# block 1

Fig. 1: block 1, routing congestion map
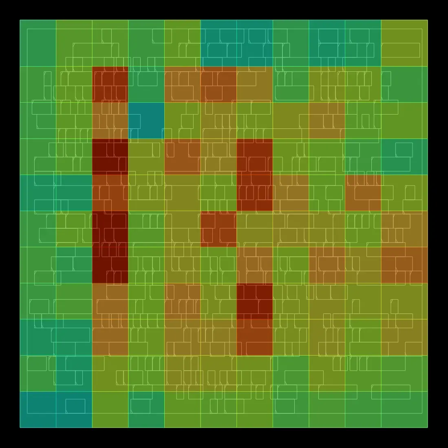

### config.mk
export PLATFORM = sky130hd
export DESIGN_NAME = hazard_scoreboard
export DESIGN_NICKNAME = d
export VERILOG_FILES = /design/src/rtl/hazard_pkg.sv /design/src/rtl/md_busy_ctr.sv /design/src/rtl/hazard_scoreboard.sv
export SDC_FILE = /design/constraint.sdc
export NUM_CORES = 1
export LEC_CHECK = 0
export ABC_AREA = 1
export CAP_MARGIN = 20
export CELL_PAD_IN_SITES_DETAIL_PLACEMENT = 0
export CELL_PAD_IN_SITES_GLOBAL_PLACEMENT = 1
export CORE_MARGIN = 1
export CORE_UTILIZATION = 42
export CTS_BUF_LIST = sky130_fd_sc_hd__clkbuf_4 sky130_fd_sc_hd__clkbuf_8
export DETAILED_ROUTE_END_ITERATION = 6
export GPL_TIMING_DRIVEN = 1
export HOLD_SLACK_MARGIN = 0.1
export PLACE_DENSITY_LB_ADDON = 0.1
export SLEW_MARGIN = 30
export SYNTH_ARGS = -nofsm -noshare
export SYNTH_HDL_FRONTEND = slang
export SYNTH_HIERARCHICAL = 1
export SYNTH_SLANG_ARGS = --single-unit
### constraint.sdc
create_clock -name clk -period 3.1 [get_ports clk]
set_input_delay 0.62 -clock clk [delete_from_list [all_inputs] [get_ports clk]]
set_output_delay 0.62 -clock clk [all_outputs]
set_load 0.02 [all_outputs]
### src/rtl/hazard_pkg.sv
// hazard_pkg: shared forward encodings, pipeline slot record and Tnew helper for hazard_scoreboard
package hazard_pkg;
    localparam int REG_AW = 5;
    localparam int TNEW_W = 2;
    localparam logic [1:0] FWD_RF = 2'b00;
    localparam logic [1:0] FWD_W  = 2'b01;
    localparam logic [1:0] FWD_M  = 2'b10;
    localparam logic [1:0] FWD_E  = 2'b11;
    typedef struct packed {
        logic [REG_AW-1:0] a3;
        logic [REG_AW-1:0] rs;
        logic [REG_AW-1:0] rt;
        logic              regWrite;
        logic [TNEW_W-1:0] tnew;
        logic              md_start;
    } slot_t;
    function automatic logic [TNEW_W-1:0] sat_dec(input logic [TNEW_W-1:0] t);
        return (t == '0) ? '0 : t - 1'b1;
    endfunction
endpackage

### src/rtl/md_busy_ctr.sv
// md_busy_ctr: mult/div busy timer, loaded on issue and counted down to zero
module md_busy_ctr #(
    parameter int CW = 4
) (
    input  logic          clk,
    input  logic          reset,
    input  logic          load,
    input  logic [CW-1:0] lat,
    output logic          busy
);
    logic [CW-1:0] cnt;
    always_ff @(posedge clk) begin
        if (reset) cnt <= '0;
        else if (load) cnt <= lat;
        else if (cnt != '0) cnt <= cnt - 1'b1;
    end
    assign busy = (cnt != '0);
endmodule

### src/rtl/hazard_scoreboard.sv
// hazard_scoreboard: stall/forward control from a private E/M/W metadata pipeline plus mult/div busy interlock
module hazard_scoreboard
    import hazard_pkg::*;
#(
    parameter int AW      = REG_AW,
    parameter int TW      = TNEW_W,
    parameter int MUL_LAT = 5,
    parameter int DIV_LAT = 10,
    parameter int CW      = 4
) (
    input  logic          clk,
    input  logic          reset,
    input  logic [AW-1:0] D_rs,
    input  logic [AW-1:0] D_rt,
    input  logic          D_rs_use,
    input  logic          D_rt_use,
    input  logic [TW-1:0] D_rs_tuse,
    input  logic [TW-1:0] D_rt_tuse,
    input  logic [AW-1:0] D_A3,
    input  logic          D_regWrite,
    input  logic [TW-1:0] D_tnew,
    input  logic          D_md_start,
    input  logic          D_md_div,
    input  logic          D_md_use,
    output logic          stall,
    output logic          md_busy,
    output logic [1:0]    RD1_sel,
    output logic [1:0]    RD2_sel,
    output logic [1:0]    E_rs_sel,
    output logic [1:0]    E_rt_sel,
    output logic          M_rt_sel
);
    slot_t e_q, m_q, w_q, d_slot, m_next, w_next;
    logic  rs_stall, rt_stall;
    logic  unused_slot;

    function automatic logic fwd_ok(input slot_t s, input logic [AW-1:0] r);
        return s.regWrite && s.a3 != '0 && s.a3 == r && s.tnew == '0;
    endfunction

    function automatic logic not_ready(input slot_t s, input logic [AW-1:0] r, input logic [TW-1:0] tuse);
        return s.regWrite && s.a3 != '0 && s.a3 == r && tuse < s.tnew;
    endfunction

    always_comb begin
        d_slot = '{a3: D_A3, rs: D_rs, rt: D_rt, regWrite: D_regWrite, tnew: D_tnew, md_start: D_md_start};
        m_next = e_q;
        m_next.tnew = sat_dec(e_q.tnew);
        w_next = m_q;
        w_next.tnew = '0;
        rs_stall = D_rs_use && (not_ready(e_q, D_rs, D_rs_tuse) || not_ready(m_q, D_rs, D_rs_tuse));
        rt_stall = D_rt_use && (not_ready(e_q, D_rt, D_rt_tuse) || not_ready(m_q, D_rt, D_rt_tuse));
        stall = rs_stall || rt_stall || (D_md_use && md_busy);
        RD1_sel = fwd_ok(e_q, D_rs) ? FWD_E : fwd_ok(m_q, D_rs) ? FWD_M : fwd_ok(w_q, D_rs) ? FWD_W : FWD_RF;
        RD2_sel = fwd_ok(e_q, D_rt) ? FWD_E : fwd_ok(m_q, D_rt) ? FWD_M : fwd_ok(w_q, D_rt) ? FWD_W : FWD_RF;
        E_rs_sel = fwd_ok(m_q, e_q.rs) ? FWD_M : fwd_ok(w_q, e_q.rs) ? FWD_W : FWD_RF;
        E_rt_sel = fwd_ok(m_q, e_q.rt) ? FWD_M : fwd_ok(w_q, e_q.rt) ? FWD_W : FWD_RF;
        M_rt_sel = fwd_ok(w_q, m_q.rt);
    end

    always_ff @(posedge clk) begin
        if (reset) begin
            e_q <= '0;
            m_q <= '0;
            w_q <= '0;
        end else begin
            e_q <= stall ? '0 : d_slot;
            m_q <= m_next;
            w_q <= w_next;
        end
    end

    md_busy_ctr #(.CW(CW)) u_md_busy_ctr (
        .clk   (clk),
        .reset (reset),
        .load  (D_md_start && !stall),
        .lat   (D_md_div ? CW'(DIV_LAT) : CW'(MUL_LAT)),
        .busy  (md_busy)
    );

    assign unused_slot = ^{e_q, m_q, w_q};
endmodule

# block 2

$ cat src/rtl/instr_fetch_unit.sv
// Instruction fetch unit: program store, PC and fetch FSM with valid/ready issue.
// Optional redirect support is compiled in with `define IFU_JUMP_EN.
module instr_fetch_unit #(
    parameter int INSTR_WIDTH = 20,
    parameter int PC_BITS     = 5,
    parameter logic [INSTR_WIDTH-1:0] HALT_WORD = {INSTR_WIDTH{1'b1}},
    parameter int CNT_WIDTH   = 8
) (
    input  logic                   clk,
    input  logic                   rst,
    input  logic                   start,
    input  logic                   prog_we,
    input  logic [PC_BITS-1:0]     prog_addr,
    input  logic [INSTR_WIDTH-1:0] prog_data,
    output logic [INSTR_WIDTH-1:0] instr_out,
    output logic                   instr_valid,
    input  logic                   instr_ready,
    output logic [PC_BITS-1:0]     pc_out,
    output logic                   halted,
    output logic [CNT_WIDTH-1:0]   issue_count,
    input  logic                   jump_valid,
    input  logic [PC_BITS-1:0]     jump_addr
);

    localparam int DEPTH = 2 ** PC_BITS;

    typedef enum logic [1:0] {
        S_IDLE,
        S_FETCH,
        S_ISSUE,
        S_HALT
    } state_t;

    state_t                 state_q, state_d;
    logic [PC_BITS-1:0]     pc_q, pc_d;
    logic [INSTR_WIDTH-1:0] instr_q, instr_d;
    logic [CNT_WIDTH-1:0]   cnt_q, cnt_d;

    logic [INSTR_WIDTH-1:0] mem [DEPTH];

    logic stopped;
    logic mem_we;
    logic xfer;
    logic jump_req;
    logic cnt_sat;

    assign stopped = (state_q == S_IDLE) || (state_q == S_HALT);
    assign mem_we  = stopped && prog_we;
    assign cnt_sat = (cnt_q == {CNT_WIDTH{1'b1}});

    // A fetched sentinel is never presented to the consumer.
    assign instr_valid = (state_q == S_ISSUE) && (instr_q != HALT_WORD);
    assign xfer        = instr_valid && instr_ready;

`ifdef IFU_JUMP_EN
    assign jump_req = jump_valid &&
                      ((state_q == S_FETCH) || (state_q == S_ISSUE));
`else
    logic jump_unused;
    assign jump_unused = jump_valid ^ (^jump_addr);
    assign jump_req    = 1'b0;
`endif

    assign instr_out   = instr_q;
    assign pc_out      = pc_q;
    assign halted      = (state_q == S_HALT);
    assign issue_count = cnt_q;

    // Program store: written only while fetch is stopped, never reset.
    always_ff @(posedge clk) begin
        if (mem_we) begin
            mem[prog_addr] <= prog_data;
        end
    end

    // Next-state logic for the fetch FSM, PC, fetched word and counter.
    always_comb begin
        state_d = state_q;
        pc_d    = pc_q;
        instr_d = instr_q;
        cnt_d   = cnt_q;
        unique case (state_q)
            S_IDLE, S_HALT: begin
                if (start) begin
                    state_d = S_FETCH;
                    pc_d    = '0;
                    cnt_d   = '0;
                end
            end
            S_FETCH: begin
                instr_d = mem[pc_q];
                state_d = S_ISSUE;
            end
            S_ISSUE: begin
                if (xfer) begin
                    pc_d    = pc_q + PC_BITS'(1);
                    cnt_d   = cnt_sat ? cnt_q : cnt_q + CNT_WIDTH'(1);
                    state_d = S_FETCH;
                end else if (instr_q == HALT_WORD) begin
                    state_d = S_HALT;
                end
            end
            default: begin
                state_d = S_IDLE;
            end
        endcase
        // A redirect overrides the sequential PC but keeps any
        // handshake that completed in the same cycle.
        if (jump_req) begin
            pc_d    = jump_addr;
            state_d = S_FETCH;
        end
    end

    // State and datapath registers with asynchronous active-low reset.
    always_ff @(posedge clk or negedge rst) begin
        if (!rst) begin
            state_q <= S_IDLE;
            pc_q    <= '0;
            instr_q <= '0;
            cnt_q   <= '0;
        end else begin
            state_q <= state_d;
            pc_q    <= pc_d;
            instr_q <= instr_d;
            cnt_q   <= cnt_d;
        end
    end

endmodule
$ cat config.mk
export PLATFORM = sky130hd
export DESIGN_NAME = instr_fetch_unit
export DESIGN_NICKNAME = d
export VERILOG_FILES = /design/src/rtl/instr_fetch_unit.sv
export SDC_FILE = /design/constraint.sdc
export NUM_CORES = 1
export LEC_CHECK = 0
export CORE_MARGIN = 2
export CORE_UTILIZATION = 64
export CTS_BUF_LIST = sky130_fd_sc_hd__clkbuf_4
export DETAILED_ROUTE_END_ITERATION = 8
export GPL_TIMING_DRIVEN = 0
export MAX_ROUTING_LAYER = met4
export PLACE_DENSITY = 0.89
export SLEW_MARGIN = 40
export SYNTH_ARGS = -nofsm -noshare
export SYNTH_HDL_FRONTEND = slang
export SYNTH_SLANG_ARGS = --single-unit
$ cat constraint.sdc
create_clock -name clk -period 3.6 [get_ports clk]
set_clock_uncertainty 0.05 [all_clocks]
set_input_delay 0.72 -clock clk [delete_from_list [all_inputs] [get_ports clk]]
set_output_delay 0.72 -clock clk [all_outputs]
set_load 0.05 [all_outputs]
Fig. 2: block 1, the metal 1 layer
Supply wires on this layer in gray.
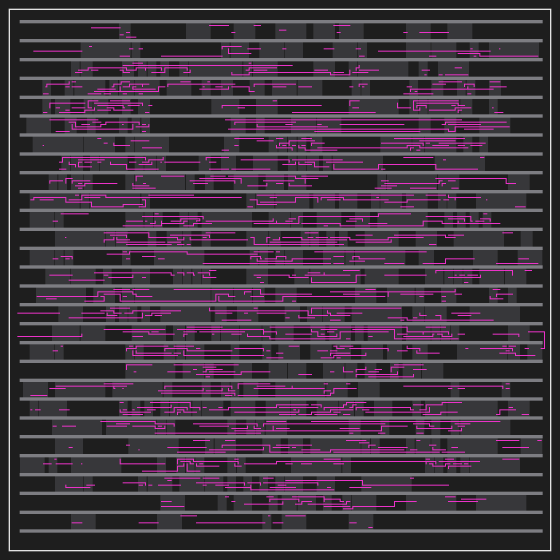
- main direction: horizontal
- nets with wire on the layer: 390
- longest straight run: 34.0 µm
- share of all routed wire: 48%
via count: 2,113
met1 Usage GRT: 0.251
aggregate routed wire length: 5.81 mm

Fig. 3: block 1, port wiring
Scale bar: 20 µm.
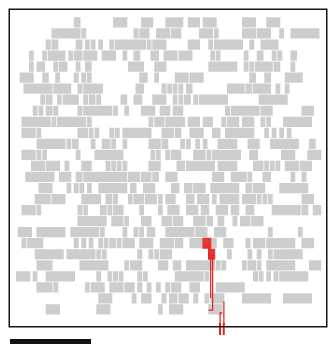
- red: E_rs_sel (bits 2; direction output; end cells 2; buffers 2; wire 37.7 µm)
number of buffers inserted by port buffering: 39
count of boundary I/O pins: 40

Notes on Fig. 1 above:
met3 global-route usage: 0.0353
Most Crowded Layer GR: met2
wire per inst: 12.5 µm
post-layout util: 0.564

==> impl_report.txt, block 1 <==
PHYSICAL IMPLEMENTATION REPORT
----------------------------------------------------
[Outcome]
  Outcome ........................ complete, no violations

[Detailed routing]
  Met2 routed WL ........................ between 2 and 3 mm

[Clocking]
  Root buffer cell ........................ sky130_fd_sc_hd__clkbuf_8
  CTS buffer count ........................ 5
  Clock insertion delay at the later pin of the skew report ........................ 290 ps
  Clock sink count ........................ around 40
  Post-CTS setup repair buffer count ........................ 0

[GRT]
  Global routing usage summed across all routing layers ........................ 0.207

[Place]
  Final RePlAce weighted congestion ........................ 0.832
  Detailed placer's ending HPWL ........................ around 4.7 mm

[Final layout]
  Sequential portion of the cell area ........................ 0.263
  Final instance area ........................ approximately 3100 µm²
  Reg area ........................ ~820 µm²

[Worst setup path]
  Crit path launch type ........................ input pin
  Cell with the biggest individual delay on the critical path ........................ sky130_fd_sc_hd__clkdlybuf4s50_1

[Logic synthesis]
  Synth Area in Simple Gates ........................ 0.346
  Most common reg cell ........................ sky130_fd_sc_hd__dfxtp_1
  Async set or reset register ratio after synthesis ........................ 0
  Max-area cell share ........................ 0.340

[Power and ir drop]
  Total clock network power ........................ roughly 0.45 mW
  Power density over the cells ........................ between 500 and 600 nW/µm²
  Sequential-cell power consumption ........................ around 0.7 mW
  Top power group ........................ sequential cells

[STA]
  Actual transition at the worst max-transition pin ........................ around 450 ps
  Final sum of negative setup slack ........................ 0 ps

----------------------------------------------------
==> block 1: state kept, by name, summed over array words and instances (netlist names) <==
| register | cells |
|---|---|
| w_q | 6 |
| e_q | 18 |
| u_md_busy_ctr/cnt | 4 |
| m_q | 13 |
==> block 1: worst max path at each step <==
stage             endpoint    start
2_1_floorplan  E_rt_sel[0]  m_q[15]
3_3_place_gp         stall  D_rs[1]
3_5_place_dp         stall  D_rs[1]
4_1_cts         RD2_sel[1]  D_rt[1]
5_1_grt        E_rt_sel[1]  m_q[15]
6_report             stall  D_rs[2]
Fig. 4: block 2, the metal 1 layer
Supply wires on this layer in gray.
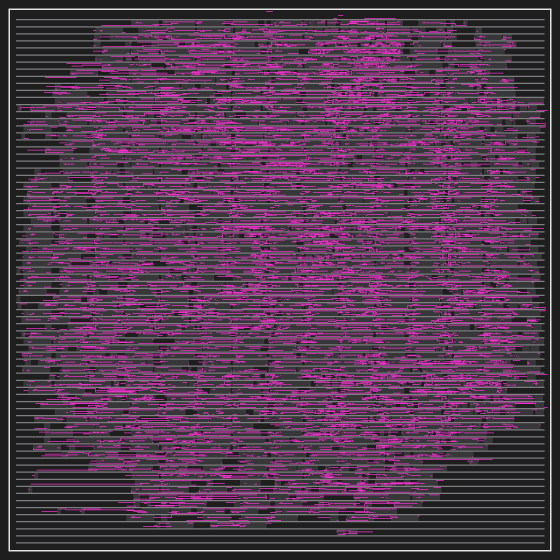
- longest straight run: 58.4 µm
- main direction: horizontal
- nets with wire on the layer: 1,595
- share of all routed wire: 32%
- wire length on this layer: 22.8 mm

Fig. 5: block 2, sequential cells colored by netlist name
Other sequential cells in the stronger gray, the rest of the logic in the fainter gray.
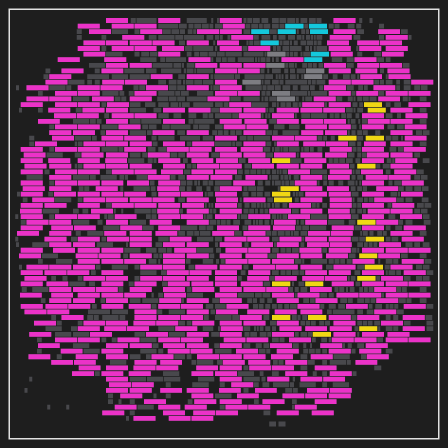
- magenta: mem (placed flops 640; where widely spread)
- yellow: instr_out (placed flops 20; where right middle)
- cyan: issue_count (placed flops 8)
sequential portion of the cell area: 0.652
sequential-cell power consumption: 9.06 mW
Reg area: 20,100 µm²

==> impl_report.txt, block 2 <==
PHYSICAL IMPLEMENTATION REPORT
----------------------------------------------------
[STA]
  Final sum of negative setup slack ........................ 0 ps
  Count of endpoints failing setup in the final report ........................ 0

[GRT]
  Largest net degree at the start of global routing ........................ 36

[Logic synthesis]
  Mux frac, synth ........................ 0.131
  Most frequent cell after synthesis ........................ sky130_fd_sc_hd__edfxtp_1
  Post-synthesis share of cell area spent on full adders, half adders and majority gates ........................ 0.00283

[Worst setup path]
  Cells along the critical path ........................ nand4_1, nor3_1, a21boi_1, clkdlybuf4s15_2
  Worst setup startpoint ........................ instr_out[19]
  R2R cell count ........................ 6
  Reg2Reg Setup Slack ........................ approximately 590 ps

[Clocking]
  Clock sink count ........................ between 600 and 700

[Final layout]
  Number of nets in the layout ........................ approximately 1.7k
  Diodes inserted ........................ 2

[Outcome]
  Outcome ........................ complete, no violations

[Place]
  Post-Place Cells ........................ between 1.5k and 2k

----------------------------------------------------
block 2: routing by layer:
| metal | vias up | global-route usage | part of all wire |
|---|---|---|---|
| met5 | - | - | 0 |
| met4 | 0 | 0.211 | 0.073 |
| met3 | 424 | 0.0949 | 0.12 |
| met2 | 1379 | 0.534 | 0.48 |
| met1 | 7673 | 0.401 | 0.32 |
| li1 | 6226 | - | - |
block 2: what timing repair did:
item,4_1_cts,5_1_grt
endpoints found under the hold margin,35,0
resized,5,2
hold buffers,1,0
pin swaps,0,0
setup endpoints to repair,1,1

==> gallery <==
Signal wires on met2.
picture 1
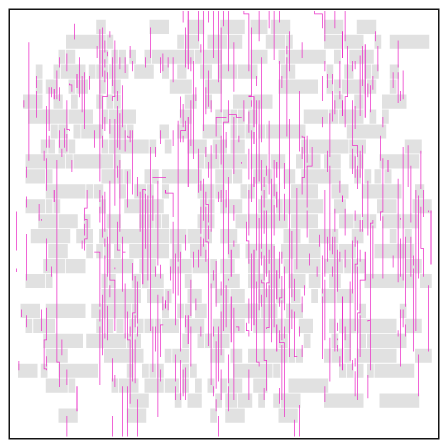
picture 2
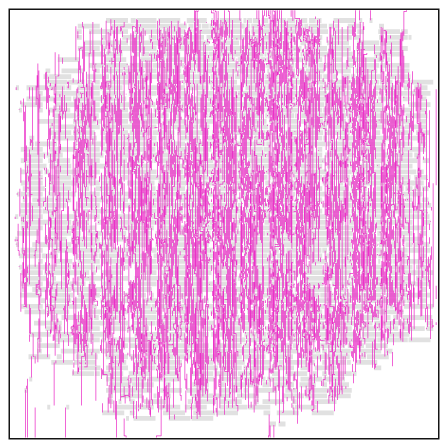
- block 1 = picture 1
- block 2 = picture 2


# block 3

File: src/rtl/instruction_fetch.sv
// Instruction fetch stage: issues one word-aligned request at a time to the
// instruction memory, captures the returned word into the IF/ID register, and
// uses a single-entry skid buffer so a response arriving while decode is
// stalled is never lost. Redirects from jump_decision flush everything held.
module instruction_fetch #(
    parameter logic [31:0] RESET_PC  = 32'h0000_0000,
    parameter logic [31:0] NOP_INSTR = 32'h0000_0013
) (
    input  logic        clk,
    input  logic        rst,
    input  logic        clk_en,
    input  logic        jump_en,
    input  logic [31:0] jump_addr,
    input  logic        stall,
    output logic        imem_req,
    output logic [31:0] imem_addr,
    input  logic        imem_ready,
    input  logic        imem_rvalid,
    input  logic [31:0] imem_rdata,
    output logic        if_valid,
    output logic [31:0] if_pc,
    output logic [31:0] if_instr
);

    typedef enum logic [1:0] {
        IDLE    = 2'd0,
        REQ     = 2'd1,
        WAIT    = 2'd2,
        DISCARD = 2'd3
    } state_t;

    localparam logic [31:0] ALIGN_MASK = 32'hFFFF_FFFC;

    state_t      state;
    state_t      state_next;
    logic [31:0] pc;
    logic [31:0] req_pc;
    logic        skid_valid;
    logic [31:0] skid_pc;
    logic [31:0] skid_instr;

    logic        accept;
    logic        resp;
    logic        if_free;
    logic        skid_load;

    // A request is only offered while enabled, out of reset, and with room
    // downstream: a full skid buffer means the response would have nowhere to go.
    assign imem_req  = clk_en && !rst && (state == REQ) && !skid_valid;
    assign imem_addr = pc;
    assign accept    = imem_req && imem_ready;
    // rvalid outside WAIT is either a protocol violation or a dropped response.
    assign resp      = imem_rvalid && (state == WAIT);
    assign if_free   = !if_valid || !stall;
    // Response goes to the skid buffer when IF/ID cannot take it this cycle
    // (held by stall, or the skid contents move into IF/ID first).
    assign skid_load = resp && !(if_free && !skid_valid);

    // Next-state logic; a jump only changes the path when a request is in flight.
    always_comb begin
        state_next = state;
        case (state)
            IDLE: begin
                state_next = REQ;
            end
            REQ: begin
                if (accept) begin
                    state_next = jump_en ? DISCARD : WAIT;
                end
            end
            WAIT: begin
                if (imem_rvalid) begin
                    state_next = REQ;
                end else if (jump_en) begin
                    state_next = DISCARD;
                end
            end
            DISCARD: begin
                if (imem_rvalid) begin
                    state_next = REQ;
                end
            end
            default: begin
                state_next = IDLE;
            end
        endcase
    end

    // State register; clk_en freezes the FSM.
    always_ff @(posedge clk) begin
        if (rst) begin
            state <= IDLE;
        end else if (clk_en) begin
            state <= state_next;
        end
    end

    // Program counter: redirect wins over sequential advance.
    always_ff @(posedge clk) begin
        if (rst) begin
            pc <= RESET_PC & ALIGN_MASK;
        end else if (clk_en) begin
            if (jump_en) begin
                pc <= jump_addr & ALIGN_MASK;
            end else if (accept) begin
                pc <= pc + 32'd4;
            end
        end
    end

    // Remember which PC the outstanding request belongs to.
    always_ff @(posedge clk) begin
        if (clk_en && accept) begin
            req_pc <= pc;
        end
    end

    // IF/ID register and skid valid: skid drains first, then fresh memory data.
    always_ff @(posedge clk) begin
        if (rst) begin
            if_valid   <= 1'b0;
            if_pc      <= 32'h0000_0000;
            if_instr   <= NOP_INSTR;
            skid_valid <= 1'b0;
        end else if (clk_en) begin
            if (jump_en) begin
                if_valid   <= 1'b0;
                if_instr   <= NOP_INSTR;
                skid_valid <= 1'b0;
            end else begin
                if (if_free) begin
                    if (skid_valid) begin
                        if_valid <= 1'b1;
                        if_pc    <= skid_pc;
                        if_instr <= skid_instr;
                    end else if (resp) begin
                        if_valid <= 1'b1;
                        if_pc    <= req_pc;
                        if_instr <= imem_rdata;
                    end else if (if_valid) begin
                        if_valid <= 1'b0;
                        if_instr <= NOP_INSTR;
                    end
                end
                if (skid_load) begin
                    skid_valid <= 1'b1;
                end else if (if_free) begin
                    skid_valid <= 1'b0;
                end
            end
        end
    end

    // Skid payload; its valid bit alone decides whether it is meaningful.
    always_ff @(posedge clk) begin
        if (clk_en && !jump_en && skid_load) begin
            skid_pc    <= req_pc;
            skid_instr <= imem_rdata;
        end
    end

endmodule
File: config.mk
export PLATFORM = sky130hd
export DESIGN_NAME = instruction_fetch
export DESIGN_NICKNAME = d
export VERILOG_FILES = /design/src/rtl/instruction_fetch.sv
export SDC_FILE = /design/constraint.sdc
export NUM_CORES = 1
export LEC_CHECK = 0
export CAP_MARGIN = 10
export CORE_UTILIZATION = 46
export CTS_CLUSTER_DIAMETER = 30
export DETAILED_ROUTE_END_ITERATION = 12
export HOLD_SLACK_MARGIN = 0.03
export MAX_ROUTING_LAYER = met4
export PLACE_DENSITY = 0.76
export SETUP_SLACK_MARGIN = 0.15
export SLEW_MARGIN = 20
export SYNTH_ARGS = -nofsm -noshare
export SYNTH_HDL_FRONTEND = slang
export SYNTH_SLANG_ARGS = --single-unit
File: constraint.sdc
create_clock -name clk -period 3.7 [get_ports clk]
set_input_delay 1.11 -clock clk [delete_from_list [all_inputs] [get_ports clk]]
set_output_delay 1.11 -clock clk [all_outputs]
set_load 0.02 [all_outputs]
==> impl_report.txt <==
PHYSICAL IMPLEMENTATION REPORT
----------------------------------------------------
[Outcome]
  Outcome ........................ complete, no violations

[Clocking]
  Post-CTS setup repair buffer count ........................ 0
  Clock sink count ........................ between 150 and 200
  Hold buffers post-CTS ........................ 0
  H-tree depth ........................ 4
  Root buffer cell ........................ sky130_fd_sc_hd__clkbuf_16

[Final layout]
  Share of cells above drive strength 1 ........................ 0.0772
  Final instance area ........................ around 10,000 µm²
  Reg area ........................ roughly 4700 µm²

[Worst setup path]
  Logic depth of the worst setup path including buffers ........................ 4
  CP Buf/Inv Count ........................ 3
  CP Max Fanout ........................ 2
  Crit path launch type ........................ input pin
  Cells along the critical path ........................ clkdlybuf4s50_1, inv_2, nor4_1, dlygate4sd2_1

[STA]
  Final Max Tran Viols ........................ 0
  Fin Clk Skew ........................ a little under 8 ps
  Clock period minus final worst setup slack ........................ around 3300 ps
  Fin. Hold Viols ........................ 0
  Worst relative slew slack ........................ 0.332
  Final Hold Slack ........................ between 400 and 500 ps
  Period utilization ........................ 0.904

[Detailed routing]
  Number of optimization iterations in the first detailed-route pass ........................ 5
  Wire per inst ........................ 18.5 µm
  Detailed router's first-iteration violation count ........................ between 400 and 500
  Via count ........................ between 6k and 7k

[Floorplanning]
  Tap Cells ........................ 220
  Count of boundary I/O pins ........................ between 150 and 200
  Height of the die ........................ approximately 130 µm

[Place]
  Post-Place Cells ........................ 1,030
  Detailed placer's ending HPWL ........................ around 13 mm
  Area post-placement ........................ ~10000 µm²

[Logic synthesis]
  Cell total in the yosys stat output ........................ about 690
  Mux frac, synth ........................ 0.0812
  Synth logic family ........................ AND-OR/OR-AND gates
  Max-area cell share ........................ 0.349
  Synthesized instance count ........................ about 700
  Post-Synth AOI/OAI Area ........................ 0.151

[Power and ir drop]
  Total leakage power ........................ between 3 and 4 nW
  Pwr Total ........................ approximately 4.5 mW
  Comb pwr share ........................ 0.071
  Net Switching ........................ 0.979 mW
  Internal portion of total power ........................ approximately 3.5 mW

[GRT]
  Largest net degree at the start of global routing ........................ about 100
  Number of global-route vias before repair ........................ 5,800

----------------------------------------------------
## routing by layer
| layer | vias up | part of all wire | track usage | routed length, µm |
|---|---|---|---|---|
| met1 | 2969 | 0.45 | 0.308 | 8790 |
| met5 | - | 0 | - | 0 |
| met2 | 199 | 0.48 | 0.358 | 9540 |
| met4 | 0 | 0.022 | 0.0922 | 426 |
| met3 | 26 | 0.047 | 0.0377 | 919 |
| li1 | 2915 | - | - | - |
Fig. 6: block 3, routing congestion map
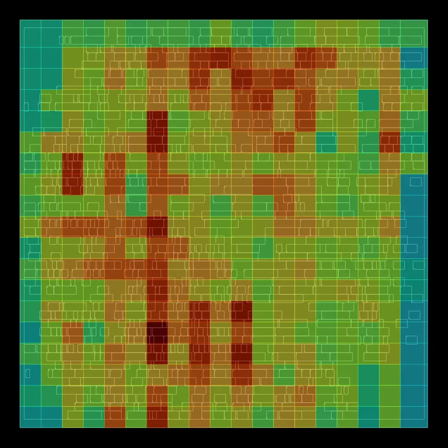
met1 Usage GRT: 0.308
met3 global-route usage: 0.0377
global routing usage summed across all routing layers: 0.232
Most Crowded Layer GR: met2

Fig. 7: block 3, signal wires on met2
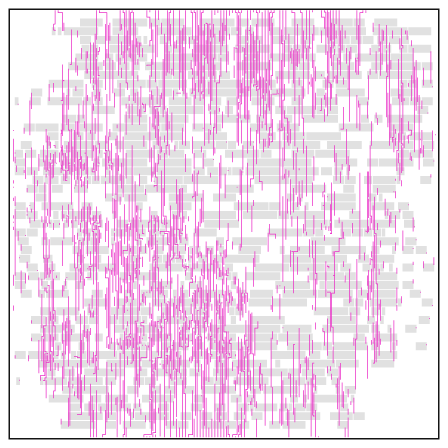
- wire length on this layer: 9,540 µm
- main direction: vertical
- nets with wire on the layer: 760
- share of all routed wire: 48%
- longest straight run: 67.7 µm


Power and IR drop assume default switching activity.
